# pipe_hazard_ctrl

Fig. 1: pipe_hazard_ctrl, supply network
Drawn at 4 px/um. Pins as bars on the die edge.
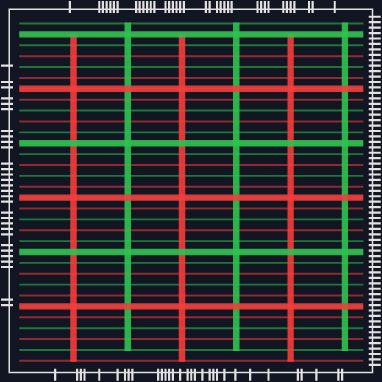

<file path="config.mk">
export PLATFORM = sky130hd
export DESIGN_NAME = pipe_hazard_ctrl
export DESIGN_NICKNAME = d
export VERILOG_FILES = /design/src/rtl/pipe_hazard_ctrl.sv
export SDC_FILE = /design/constraint.sdc
export NUM_CORES = 1
export LEC_CHECK = 0
export ABC_AREA = 0
export CORE_MARGIN = 2
export CORE_UTILIZATION = 36
export DETAILED_ROUTE_END_ITERATION = 8
export PLACE_DENSITY_LB_ADDON = 0.12
export SETUP_SLACK_MARGIN = 0.4
export SLEW_MARGIN = 20
export SYNTH_ARGS = -nofsm -noshare
export SYNTH_HDL_FRONTEND = slang
export SYNTH_SLANG_ARGS = --single-unit
</file>
<file path="constraint.sdc">
create_clock -name clk -period 4.4 [get_ports clk]
set_clock_uncertainty 0.1 [all_clocks]
set_input_delay 0.44 -clock clk [delete_from_list [all_inputs] [get_ports clk]]
set_output_delay 0.44 -clock clk [all_outputs]
set_load 0.03 [all_outputs]
</file>
<file path="src/rtl/pipe_hazard_ctrl.sv">
// Pipeline hazard control: load-use bubbles, branch/jump flushes with PC redirect, memory-busy freeze.
// Optional performance counters are enabled by defining PIPE_PERF_CNT_EN.
module pipe_hazard_ctrl #(
  parameter int unsigned XREG_ADDRWIDTH = 5,
  parameter int unsigned LOAD_USE_STALL = 1,
  parameter int unsigned FLUSH_CYCLES   = 1,
  parameter int unsigned CNT_WIDTH      = 32
) (
  input  logic                      clk,
  input  logic                      rst,
  input  logic [XREG_ADDRWIDTH-1:0] id_rs1_addr,
  input  logic                      id_rs1_rd,
  input  logic [XREG_ADDRWIDTH-1:0] id_rs2_addr,
  input  logic                      id_rs2_rd,
  input  logic [6:0]                ex_opcode,
  input  logic                      ex_rd_en,
  input  logic [XREG_ADDRWIDTH-1:0] ex_rd_addr,
  input  logic                      ex_redirect,
  input  logic [31:0]               ex_redirect_pc,
  input  logic                      mem_busy,
  output logic                      pc_stall,
  output logic                      if_id_stall,
  output logic                      load_hazerd,
  output logic                      flush_flag,
  output logic                      pipe_freeze,
  output logic                      pc_redirect_valid,
  output logic [31:0]               pc_redirect_addr,
  output logic [CNT_WIDTH-1:0]      stall_cnt,
  output logic [CNT_WIDTH-1:0]      flush_cnt
);

  localparam logic [1:0] RUN    = 2'd0;
  localparam logic [1:0] LSTALL = 2'd1;
  localparam logic [1:0] FLUSH  = 2'd2;
  localparam logic [1:0] FREEZE = 2'd3;

  localparam int unsigned MAXC = (LOAD_USE_STALL > FLUSH_CYCLES) ? LOAD_USE_STALL : FLUSH_CYCLES;
  localparam int unsigned RW   = $clog2(MAXC + 1);
  localparam logic [RW-1:0] STALL_RELOAD = RW'(LOAD_USE_STALL - 1);
  localparam logic [RW-1:0] FLUSH_RELOAD = RW'(FLUSH_CYCLES - 1);
  localparam logic [RW-1:0] ONE          = RW'(1);

  logic [1:0]    state, state_n;
  logic [1:0]    resume, resume_n;
  logic [1:0]    eff;
  logic [RW-1:0] rem, rem_n;
  logic          pend_valid, pend_valid_n;
  logic [31:0]   pend_addr, pend_addr_n;
  logic          hazard;

  assign hazard = (ex_opcode == 7'b0000011) && ex_rd_en && (ex_rd_addr != '0) &&
                  ((id_rs1_rd && (id_rs1_addr == ex_rd_addr)) ||
                   (id_rs2_rd && (id_rs2_addr == ex_rd_addr)));

  // FREEZE remembers which state it interrupted (and its remaining count) so
  // a pending bubble or flush sequence continues once memory is ready.
  assign eff = (state == FREEZE) ? resume : state;

  always_comb begin
    pc_stall          = 1'b0;
    if_id_stall       = 1'b0;
    load_hazerd       = 1'b0;
    flush_flag        = 1'b0;
    pipe_freeze       = 1'b0;
    pc_redirect_valid = 1'b0;
    pc_redirect_addr  = '0;
    state_n           = state;
    resume_n          = resume;
    rem_n             = rem;
    pend_valid_n      = pend_valid;
    pend_addr_n       = pend_addr;
    if (!rst) begin
      if (mem_busy) begin
        pc_stall    = 1'b1;
        if_id_stall = 1'b1;
        pipe_freeze = 1'b1;
        state_n     = FREEZE;
        if (state != FREEZE) resume_n = state;
        if (ex_redirect && !pend_valid) begin
          pend_valid_n = 1'b1;
          pend_addr_n  = ex_redirect_pc;
        end
      end else if (pend_valid || ex_redirect) begin
        flush_flag        = 1'b1;
        pc_redirect_valid = 1'b1;
        pc_redirect_addr  = pend_valid ? pend_addr : ex_redirect_pc;
        pend_valid_n      = 1'b0;
        if (FLUSH_CYCLES > 1) begin
          state_n = FLUSH;
          rem_n   = FLUSH_RELOAD;
        end else begin
          state_n = RUN;
        end
      end else if (eff == FLUSH) begin
        flush_flag = 1'b1;
        rem_n      = rem - ONE;
        state_n    = (rem == ONE) ? RUN : FLUSH;
      end else if (eff == LSTALL) begin
        load_hazerd = 1'b1;
        pc_stall    = 1'b1;
        if_id_stall = 1'b1;
        rem_n       = rem - ONE;
        state_n     = (rem == ONE) ? RUN : LSTALL;
      end else if (hazard) begin
        load_hazerd = 1'b1;
        pc_stall    = 1'b1;
        if_id_stall = 1'b1;
        if (LOAD_USE_STALL > 1) begin
          state_n = LSTALL;
          rem_n   = STALL_RELOAD;
        end else begin
          state_n = RUN;
        end
      end else begin
        state_n = RUN;
      end
    end
  end

  always_ff @(posedge clk) begin
    if (rst) begin
      state      <= RUN;
      resume     <= RUN;
      rem        <= '0;
      pend_valid <= 1'b0;
      pend_addr  <= '0;
    end else begin
      state      <= state_n;
      resume     <= resume_n;
      rem        <= rem_n;
      pend_valid <= pend_valid_n;
      pend_addr  <= pend_addr_n;
    end
  end

`ifdef PIPE_PERF_CNT_EN
  always_ff @(posedge clk) begin
    if (rst) begin
      stall_cnt <= '0;
      flush_cnt <= '0;
    end else begin
      stall_cnt <= stall_cnt + CNT_WIDTH'(load_hazerd);
      flush_cnt <= flush_cnt + CNT_WIDTH'(pc_redirect_valid);
    end
  end
`else
  assign stall_cnt = '0;
  assign flush_cnt = '0;
`endif

endmodule

</file>
# uart_tx_drain

===== src/rtl/uart_pkg.sv =====
// Shared UART definitions: FSM state encoding, baud divisor and frame-length
// helpers. The RX side reuses the same helpers.
package uart_pkg;

  typedef enum logic [2:0] {
    ST_IDLE   = 3'd0,
    ST_FETCH  = 3'd1,
    ST_WAIT   = 3'd2,
    ST_START  = 3'd3,
    ST_DATA   = 3'd4,
    ST_PARITY = 3'd5,
    ST_STOP   = 3'd6
  } uart_state_t;

  // Rounded-to-nearest clock cycles per line bit.
  function automatic int clks_per_bit(input int clk_freq, input int baud);
    return (clk_freq + baud / 2) / baud;
  endfunction

  function automatic int frame_len(input int data_bits, input int parity_en,
                                   input int stop_bits, input int cpb);
    return (1 + data_bits + parity_en + stop_bits) * cpb;
  endfunction

  localparam int DEF_CPB   = clks_per_bit(50_000_000, 115_200);
  localparam int FRAME_LEN = frame_len(8, 0, 1, DEF_CPB);

endpackage


===== src/rtl/uart_baud_gen.sv =====
// Bit-period divider: counts 0..CLKS_PER_BIT-1 and flags the last cycle of
// each bit. clear holds the count at zero between frames.
module uart_baud_gen #(
  parameter int CLKS_PER_BIT = 16
) (
  input  logic clk,
  input  logic rst,
  input  logic clear,
  output logic tick
);
  localparam int CW = (CLKS_PER_BIT > 1) ? $clog2(CLKS_PER_BIT) : 1;
  localparam logic [CW-1:0] LAST = CW'(CLKS_PER_BIT - 1);

  logic [CW-1:0] cnt;

  always_ff @(posedge clk) begin
    if (rst || clear)     cnt <= '0;
    else if (cnt == LAST) cnt <= '0;
    else                  cnt <= cnt + CW'(1);
  end

  assign tick = (cnt == LAST);

endmodule


===== src/rtl/uart_tx_drain.sv =====
// UART transmitter that pops bytes from the ring buffer read port and
// serializes them. All outputs are decoded from registered state only.
module uart_tx_drain
  import uart_pkg::*;
#(
  parameter int CLK_FREQ   = 50_000_000,
  parameter int BAUD       = 115_200,
  parameter int DATA_BITS  = 8,
  parameter int PARITY_EN  = 0,
  parameter int PARITY_ODD = 0,
  parameter int STOP_BITS  = 1
) (
  input  logic                 clk,
  input  logic                 rst,
  input  logic                 enable,
  input  logic                 fifo_empty,
  output logic                 fifo_rd_en,
  input  logic                 fifo_rd_valid,
  input  logic [DATA_BITS-1:0] fifo_rd_data,
  output logic                 tx,
  output logic                 busy,
  output logic                 tx_done
);
  localparam int CPB = clks_per_bit(CLK_FREQ, BAUD);
  localparam int IW  = (DATA_BITS > 2) ? $clog2(DATA_BITS) : 1;
  localparam logic [IW-1:0] LAST_DATA = IW'(DATA_BITS - 1);
  localparam logic [IW-1:0] LAST_STOP = IW'(STOP_BITS - 1);

  uart_state_t          state, state_nx;
  logic [DATA_BITS-1:0] shift_q, shift_d;
  logic [IW-1:0]        idx_q, idx_d;
  logic                 par_q, par_d;
  logic                 tick, baud_clear;

  // Baud count only runs while a frame is on the line; WAIT clears it so
  // START begins on a full bit period.
  assign baud_clear = (state == ST_IDLE) || (state == ST_FETCH) || (state == ST_WAIT);

  uart_baud_gen #(.CLKS_PER_BIT(CPB)) u_baud (
    .clk   (clk),
    .rst   (rst),
    .clear (baud_clear),
    .tick  (tick)
  );

  always_ff @(posedge clk) begin
    if (rst) begin
      state   <= ST_IDLE;
      shift_q <= '0;
      idx_q   <= '0;
      par_q   <= 1'b0;
    end else begin
      state   <= state_nx;
      shift_q <= shift_d;
      idx_q   <= idx_d;
      par_q   <= par_d;
    end
  end

  always_comb begin
    state_nx = state;
    shift_d  = shift_q;
    idx_d    = idx_q;
    par_d    = par_q;
    tx       = 1'b1;
    tx_done  = 1'b0;
    case (state)
      ST_IDLE:  if (enable && !fifo_empty) state_nx = ST_FETCH;
      ST_FETCH: state_nx = ST_WAIT;
      ST_WAIT: begin
        // No valid means the empty flag lagged; drop back quietly.
        if (fifo_rd_valid) begin
          shift_d  = fifo_rd_data;
          par_d    = (^fifo_rd_data) ^ (PARITY_ODD != 0);
          idx_d    = '0;
          state_nx = ST_START;
        end else begin
          state_nx = ST_IDLE;
        end
      end
      ST_START: begin
        tx = 1'b0;
        if (tick) begin
          idx_d    = '0;
          state_nx = ST_DATA;
        end
      end
      ST_DATA: begin
        tx = shift_q[0];
        if (tick) begin
          shift_d = shift_q >> 1;
          if (idx_q == LAST_DATA) begin
            idx_d    = '0;
            state_nx = (PARITY_EN != 0) ? ST_PARITY : ST_STOP;
          end else begin
            idx_d = idx_q + IW'(1);
          end
        end
      end
      ST_PARITY: begin
        tx = par_q;
        if (tick) state_nx = ST_STOP;
      end
      ST_STOP: begin
        // idx_q counts stop bits here.
        if (tick) begin
          if (idx_q == LAST_STOP) begin
            tx_done  = 1'b1;
            idx_d    = '0;
            state_nx = ST_IDLE;
          end else begin
            idx_d = idx_q + IW'(1);
          end
        end
      end
      default: state_nx = ST_IDLE;
    endcase
  end

  assign fifo_rd_en = (state == ST_FETCH);
  assign busy       = (state != ST_IDLE);

endmodule


===== config.mk =====
export PLATFORM = sky130hd
export DESIGN_NAME = uart_tx_drain
export DESIGN_NICKNAME = d
export VERILOG_FILES = /design/src/rtl/uart_pkg.sv /design/src/rtl/uart_baud_gen.sv /design/src/rtl/uart_tx_drain.sv
export SDC_FILE = /design/constraint.sdc
export NUM_CORES = 1
export LEC_CHECK = 0
export CORE_MARGIN = 4
export CORE_UTILIZATION = 54
export DETAILED_ROUTE_END_ITERATION = 8
export PLACE_DENSITY = 0.78
export SLEW_MARGIN = 40
export SYNTH_ARGS = -nofsm -noshare
export SYNTH_HDL_FRONTEND = slang
export SYNTH_SLANG_ARGS = --single-unit

===== constraint.sdc =====
create_clock -name clk -period 2.35 [get_ports clk]
set_input_delay 0.3525 -clock clk [delete_from_list [all_inputs] [get_ports clk]]
set_output_delay 0.3525 -clock clk [all_outputs]
set_load 0.02 [all_outputs]

# apb_master_bridge

File: config.mk
export PLATFORM = sky130hd
export DESIGN_NAME = apb_master_bridge
export DESIGN_NICKNAME = d
export VERILOG_FILES = /design/src/rtl/apb_master_bridge.sv
export SDC_FILE = /design/constraint.sdc
export NUM_CORES = 1
export LEC_CHECK = 0
export CELL_PAD_IN_SITES_DETAIL_PLACEMENT = 1
export CELL_PAD_IN_SITES_GLOBAL_PLACEMENT = 2
export CORE_MARGIN = 1
export CORE_UTILIZATION = 24
export CTS_CLUSTER_DIAMETER = 30
export DETAILED_ROUTE_END_ITERATION = 8
export PLACE_DENSITY_LB_ADDON = 0.1
export SLEW_MARGIN = 25
export SYNTH_ARGS = -nofsm -noshare
export SYNTH_HDL_FRONTEND = slang
export SYNTH_SLANG_ARGS = --single-unit
File: constraint.sdc
create_clock -name PCLK -period 5.15 [get_ports PCLK]
set_input_delay 1.03 -clock PCLK [delete_from_list [all_inputs] [get_ports PCLK]]
set_output_delay 1.03 -clock PCLK [all_outputs]
set_load 0.03 [all_outputs]
File: src/rtl/apb_master_bridge.sv
// Command/response to APB master bridge: one outstanding transfer, with all outputs registered.
// Optional ACCESS-phase timeout abort is enabled by defining APB_MASTER_TIMEOUT_EN.
module apb_master_bridge #(
  parameter int unsigned DATA_WIDTH     = 32,
  parameter int unsigned TIMEOUT_CYCLES = 16
) (
  input  logic                  PCLK,
  input  logic                  PRESET,
  input  logic                  cmd_valid,
  output logic                  cmd_ready,
  input  logic                  cmd_write,
  input  logic [31:0]           cmd_addr,
  input  logic [DATA_WIDTH-1:0] cmd_wdata,
  output logic                  rsp_valid,
  input  logic                  rsp_ready,
  output logic [DATA_WIDTH-1:0] rsp_rdata,
  output logic                  rsp_err,
  output logic [7:0]            last_wait,
  output logic                  PSEL,
  output logic                  PENABLE,
  output logic                  PWRITE,
  output logic [31:0]           PADDR,
  output logic [DATA_WIDTH-1:0] PWDATA,
  input  logic [DATA_WIDTH-1:0] PRDATA,
  input  logic                  PREADY
);

  if (TIMEOUT_CYCLES < 1 || TIMEOUT_CYCLES > 255) begin : g_bad_timeout
    $error("TIMEOUT_CYCLES must lie in 1..255");
  end

  typedef enum logic [1:0] {StIdle, StSetup, StAccess, StResp} state_e;

  state_e                state_q, state_d;
  logic                  cmd_ready_q, cmd_ready_d;
  logic                  psel_q, psel_d, penable_q, penable_d, pwrite_q, pwrite_d;
  logic [31:0]           paddr_q, paddr_d;
  logic [DATA_WIDTH-1:0] pwdata_q, pwdata_d, rsp_rdata_q, rsp_rdata_d;
  logic                  rsp_valid_q, rsp_valid_d;
  logic [7:0]            wait_cnt_q, wait_cnt_d, last_wait_q, last_wait_d;

`ifdef APB_MASTER_TIMEOUT_EN
  localparam logic [8:0] TimeoutLim = 9'(TIMEOUT_CYCLES);
  logic rsp_err_q, rsp_err_d;
  logic timeout_hit;
  assign timeout_hit = ({1'b0, wait_cnt_q} + 9'd1) >= TimeoutLim;
  assign rsp_err     = rsp_err_q;
`else
  assign rsp_err = 1'b0;
`endif

  always_comb begin
    state_d     = state_q;
    psel_d      = psel_q;
    penable_d   = penable_q;
    pwrite_d    = pwrite_q;
    paddr_d     = paddr_q;
    pwdata_d    = pwdata_q;
    rsp_rdata_d = rsp_rdata_q;
    rsp_valid_d = rsp_valid_q;
    wait_cnt_d  = wait_cnt_q;
    last_wait_d = last_wait_q;
`ifdef APB_MASTER_TIMEOUT_EN
    rsp_err_d   = rsp_err_q;
`endif
    unique case (state_q)
      StIdle: begin
        if (cmd_valid) begin
          paddr_d    = {cmd_addr[31:2], 2'b00};
          pwrite_d   = cmd_write;
          pwdata_d   = cmd_write ? cmd_wdata : '0;
          wait_cnt_d = 8'd0;
          psel_d     = 1'b1;
          state_d    = StSetup;
        end
      end
      StSetup: begin
        penable_d = 1'b1;
        state_d   = StAccess;
      end
      StAccess: begin
        if (PREADY) begin
          rsp_rdata_d = pwrite_q ? '0 : PRDATA;
          psel_d      = 1'b0;
          penable_d   = 1'b0;
          rsp_valid_d = 1'b1;
          last_wait_d = wait_cnt_q;
`ifdef APB_MASTER_TIMEOUT_EN
          rsp_err_d   = 1'b0;
`endif
          state_d     = StResp;
        end else
`ifdef APB_MASTER_TIMEOUT_EN
        if (timeout_hit) begin
          rsp_rdata_d = '0;
          psel_d      = 1'b0;
          penable_d   = 1'b0;
          rsp_valid_d = 1'b1;
          rsp_err_d   = 1'b1;
          wait_cnt_d  = TimeoutLim[7:0];
          last_wait_d = TimeoutLim[7:0];
          state_d     = StResp;
        end else
`endif
        if (wait_cnt_q != 8'hFF) begin
          wait_cnt_d = wait_cnt_q + 8'd1;
        end
      end
      StResp: begin
        if (rsp_ready) begin
          rsp_valid_d = 1'b0;
          state_d     = StIdle;
        end
      end
      default: state_d = StIdle;
    endcase
    // Registered so cmd_ready is high exactly while the FSM sits in IDLE.
    cmd_ready_d = (state_d == StIdle);
  end

  always_ff @(posedge PCLK or posedge PRESET) begin
    if (PRESET) begin
      state_q     <= StIdle;
      cmd_ready_q <= 1'b1;
      psel_q      <= 1'b0;
      penable_q   <= 1'b0;
      pwrite_q    <= 1'b0;
      paddr_q     <= '0;
      pwdata_q    <= '0;
      rsp_rdata_q <= '0;
      rsp_valid_q <= 1'b0;
      wait_cnt_q  <= 8'd0;
      last_wait_q <= 8'd0;
`ifdef APB_MASTER_TIMEOUT_EN
      rsp_err_q   <= 1'b0;
`endif
    end else begin
      state_q     <= state_d;
      cmd_ready_q <= cmd_ready_d;
      psel_q      <= psel_d;
      penable_q   <= penable_d;
      pwrite_q    <= pwrite_d;
      paddr_q     <= paddr_d;
      pwdata_q    <= pwdata_d;
      rsp_rdata_q <= rsp_rdata_d;
      rsp_valid_q <= rsp_valid_d;
      wait_cnt_q  <= wait_cnt_d;
      last_wait_q <= last_wait_d;
`ifdef APB_MASTER_TIMEOUT_EN
      rsp_err_q   <= rsp_err_d;
`endif
    end
  end

  assign cmd_ready = cmd_ready_q;
  assign PSEL      = psel_q;
  assign PENABLE   = penable_q;
  assign PWRITE    = pwrite_q;
  assign PADDR     = paddr_q;
  assign PWDATA    = pwdata_q;
  assign rsp_valid = rsp_valid_q;
  assign rsp_rdata = rsp_rdata_q;
  assign last_wait = last_wait_q;

endmodule


==> gallery <==
Routed clock nets over the placement.
panel A
Drawn at 6 px/um.
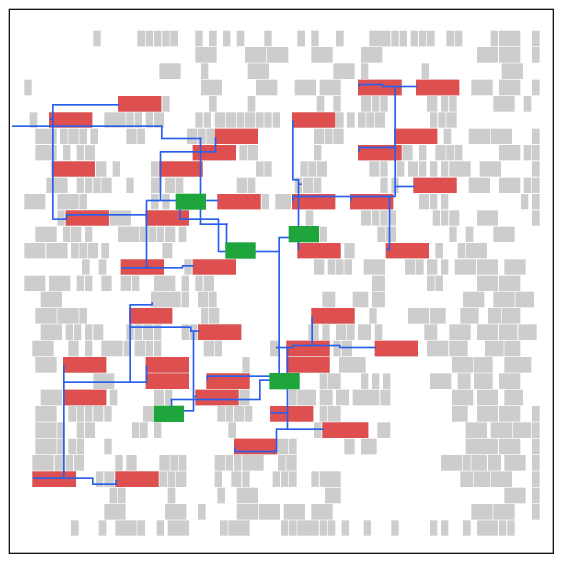
panel B
Drawn at 10 px/um.
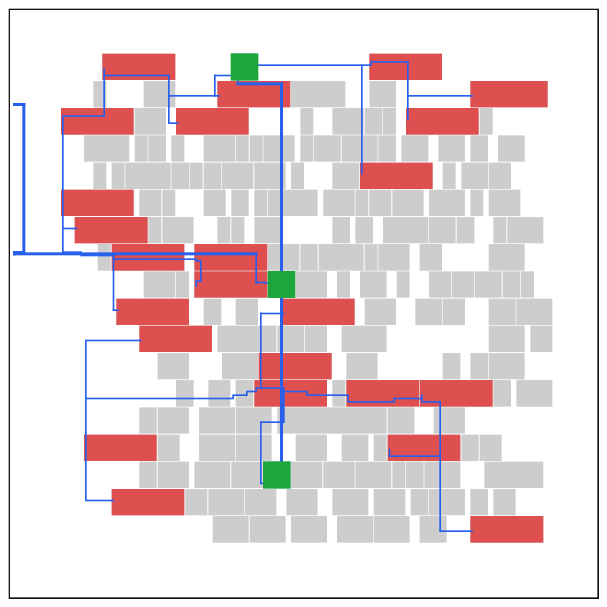
panel C
Drawn at 4 px/um.
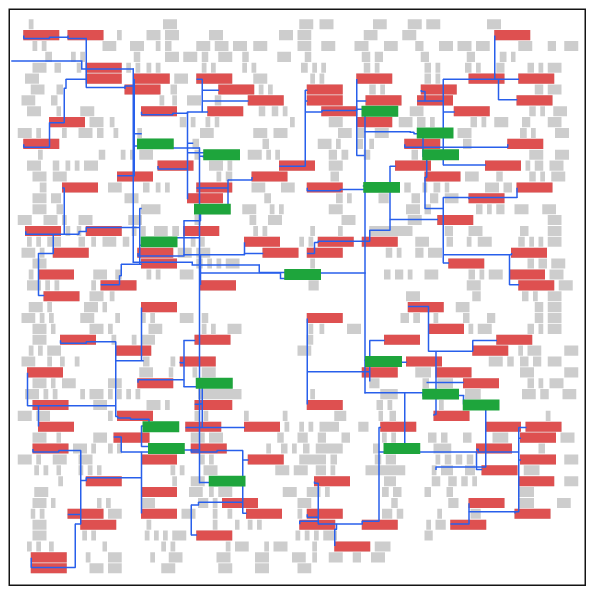
- pipe_hazard_ctrl = panel A
- uart_tx_drain = panel B
- apb_master_bridge = panel C

Fig. 2: apb_master_bridge, metal 4
Drawn at 2 px/um.
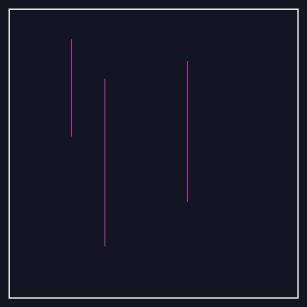
The layer holds 1.4% of the routed length. The wires run mostly vertical. The layer carries 202 um of wire. The longest straight run is 83.6 um.
DR vias: 4132
Post-Route WL: 14600 um

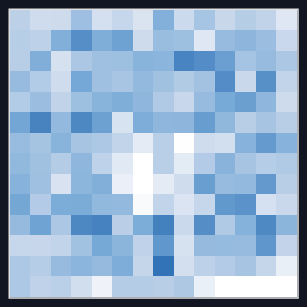
Fig. 3. Placement density heat map (apb_master_bridge).
Drawn at 2 px/um. The die is cut into 14 by 14 equal tiles; white is low, dark blue is high, 0 to 100% covered.
3.6% of the tiles are nearly empty. The fullest tile reaches 73%. The emptiest ninth of the die: center. The mean over all tiles is 36%.
Core Util at FP: 24.6%
Util after Layout: 39.1%
core area: 0.0196 mm2

==> results.json, apb_master_bridge <==
{
  "comb_share_pct": 22.4,
  "edf_count": 0,
  "logic_area_mm2": 0.00172,
  "period_used_pct": 61.9,
  "p_leak_uw": 0.00353,
  "buffers_excl_clock": 212,
  "taps": 265,
  "crit_path_start": "PWRITE$_DFFE_PP0P_",
  "hold_end": "PWDATA[29]$_DFFE_PP0P_",
  "synthArstFlopShare_pct": 100,
  "synth_warnings": 0,
  "critical_path.startpoint_type": "flop",
  "cpMaxStageDelayCell": "dfrtp_1",
  "p_seq_uw": 1540,
  "status": "finished, final reports clean"
}
## apb_master_bridge: layer usage
metal	wire [um]	vias to the layer above	global-route usage, %
met5	0	-	0
met2	6680	145	23.5
met3	1650	16	7.93
met1	6060	1959	16.9
met4	201	0	5.71
li1	-	2012	-
## apb_master_bridge: kinds of logic after synthesis
| group | count (synthesis) | synth area share [%] |
|---|---|---|
| adders and majority gates | 1 | 0.260 |
| other | 1 | 0.0779 |
| DFF | 117 | 60.8 |
| AOI/OAI and AO/OA | 53 | 6.34 |
| buffers and inverters | 35 | 3.79 |
| muxes | 8 | 1.87 |
| and+or+nand+nor | 291 | 26.8 |
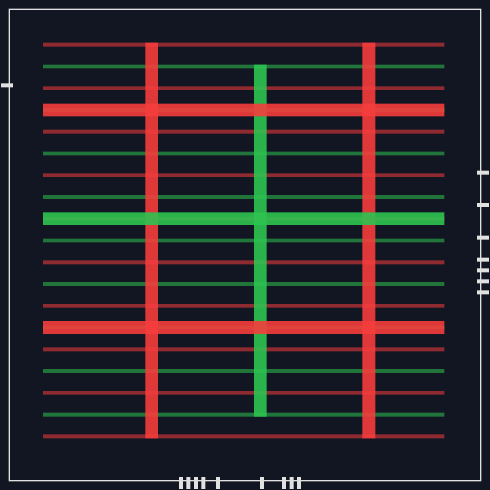
Fig. 4. Supply network (uart_tx_drain).
Drawn at 8 px/um. Pins as bars on the die edge.
Key: VSS = red; VDD = green
The core has 18 rows. 3 straps on met5.

==> results.json, uart_tx_drain <==
{
  "hp-class": "flop to flop",
  "antenna_found_initial": 0,
  "crit_end": "tx_done",
  "num-multi-input-gates": 122,
  "slowest_delay_ns": 0.42,
  "cts_setup_buffers": 0,
  "r2r-start": "u_baud.cnt[2]$_SDFF_PP0_",
  "wl_per_cell_um": 14.0,
  "synth_warnings": 0,
  "power_switching_uw": 179,
  "crit_path_end_kind": "primary output",
  "vias_per_cell": 5.87,
  "route.met2.wl_um": 1360,
  "grt_pass1_wl_um": 5030,
  "wl_met1_um": 1340,
  "p_per_area_mw_per_mm2": 495,
  "dieArea_mm2": 0.00345,
  "max_freq_mhz": 448,
  "crit_path_start": "u_baud.cnt[0]$_SDFF_PP0_",
  "drive_gt1_share_pct": 9.04,
  "setup_viol": 0,
  "clk_path_buf_depth": 2,
  "cpMaxStageDelayCell": "dfxtp_1",
  "overflow": 0,
  "layout_top_cells": "dfxtp_1 (23), nor2_1 (18), clkdlybuf4s50_1 (15), xnor2_1 (13)",
  "max-vdd-ir-drop_mv": 0.389,
  "dpl.cell_count": 203,
  "flop-count": 24,
  "switching_share_pct": 22.0,
  "initialDrtViolationCount": 84,
  "tns_ns": 0,
  "worst_slew_pin_slew_ns": 0.597,
  "dieHeight_um": 58.7,
  "cts.sinks": 24,
  "critical_path.startpoint_type": "flop",
  "clkbuf_count": 3,
  "finClkSkew_ns": 0.00316,
  "crit_buf_inv": 1,
  "min_from": "shift_q[7]$_SDFFE_PP0P_",
  "top_register": "u_baud.cnt",
  "status": "finished, final reports clean",
  "ys_cells": 160
}
-- uart_tx_drain: repair_timing --
action                                  CTS  global route
endpoints found under the setup margin    1             4
hold endpoints to repair                  0             0
gates resized                             1             2
hold buffers                              0             0
-- uart_tx_drain: cell families (layout without fill, tap and decap cells) --
logic type	after synthesis	count (layout)	share of synthesized area (%)
compound gates	36	36	18.5
xor+xnor	14	14	8.82
fa+ha+maj	5	5	4.50
buf+inv	14	31	4.41
flops	24	24	34.6
mux	7	7	5.04
simple gates	60	60	24.1
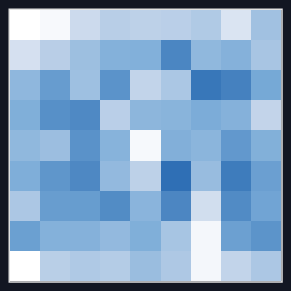
Fig. 5. Placement density heat map (pipe_hazard_ctrl).
Drawn at 3 px/um. The die is cut into 9 by 9 equal tiles; white is low, dark blue is high, 0 to 100% covered.
2.5% of the tiles are nearly empty. The mean over all tiles is 42%. The emptiest ninth of the die: north-west. The fullest tile reaches 74%. The densest ninth of the die: west.
Util after Layout: 48.5%
Core Util at FP: 37.1%
core area: 0.00725 mm2

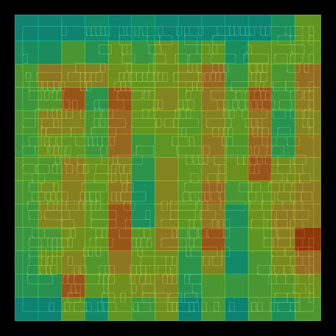
Fig. 6. Routing congestion (pipe_hazard_ctrl).
met1 usage: 20.3%
grt peak-use layer: met2
WL/cell: 11.6 um

## Picture notes: Fig. 1
Key: VSS = red; VDD = green
163 signal pins sit on the boundary. 32 met1 rails follow the rows.

==> results.json, pipe_hazard_ctrl <==
{
  "status": "finished, final reports clean",
  "overflow": 0,
  "setup_viol": 0,
  "path_depth": 4,
  "period_minus_slack_ns": 3.24,
  "ys_top_cells_by_count": "nand2_1 (97), nor2_1 (72), buf_4 (67)",
  "port_buffers": 98,
  "simple_gate_share_pct": 28.3,
  "cts_setup_buffers": 0,
  "synth_warnings": 0,
  "p_leak_uw": 0.00144,
  "p_per_area_mw_per_mm2": 254,
  "avgSynthCellArea_um2": 6.56,
  "cts_resized": 0,
  "min_from": "pend_addr[16]$_SDFFE_PP0P_",
  "logic_area_mm2": 0.00151,
  "num_vias": 2582,
  "criticalPathCategory": "input pin to primary output",
  "cts_tree": "yes",
  "area_leaders": "dfxtp_1 (28%), buf_4 (19%), nand2_1 (14%)",
  "layout_top_cells": "clkdlybuf4s50_1 (98), nand2_1 (97), nor2_1 (72), a21oi_1 (65), conb_1 (64)",
  "comb-power_uw": 281,
  "wl_met1_um": 3030,
  "dp_hpwl_um": 4740,
  "ys.flops": 38,
  "hold_end": "pend_addr[16]$_SDFFE_PP0P_",
  "crit_end": "load_hazerd",
  "antenna_found_initial": 0,
  "route.met2.wl_um": 3240,
  "cp_data_arrival_time_ns": 2.70,
  "drive_gt1_share_pct": 3.46,
  "top_power_group": "sequential cells",
  "dpl.cell_count": 582,
  "clkTransAtPathRegs_ns": 0.07,
  "p_clk_share_pct": 27.4,
  "clk_path_buf_depth": 2
}
[pipe_hazard_ctrl: final cells by class]
class                      count  share of cell area, %
multi-input combinational    338                   43.0
timing repair buffer         102                   28.7
sequential                    38                   21.6
tap                           99                   3.52
clock buffer                   7                   2.45
inverter                       5                  0.533
clock inverter                 1                  0.142
[pipe_hazard_ctrl: registers in the layout (all words and copies together) (netlist names)]
register,flops
resume,2
pend_addr,32
rem,1
state,2
pend_valid,1
[pipe_hazard_ctrl: routing by layer]
layer  track usage [%]  vias to the layer above
met5                 0                        -
met4              3.08                        0
met3              5.84                        2
met2              27.1                      109
met1              20.3                     1139
li1                  -                     1332

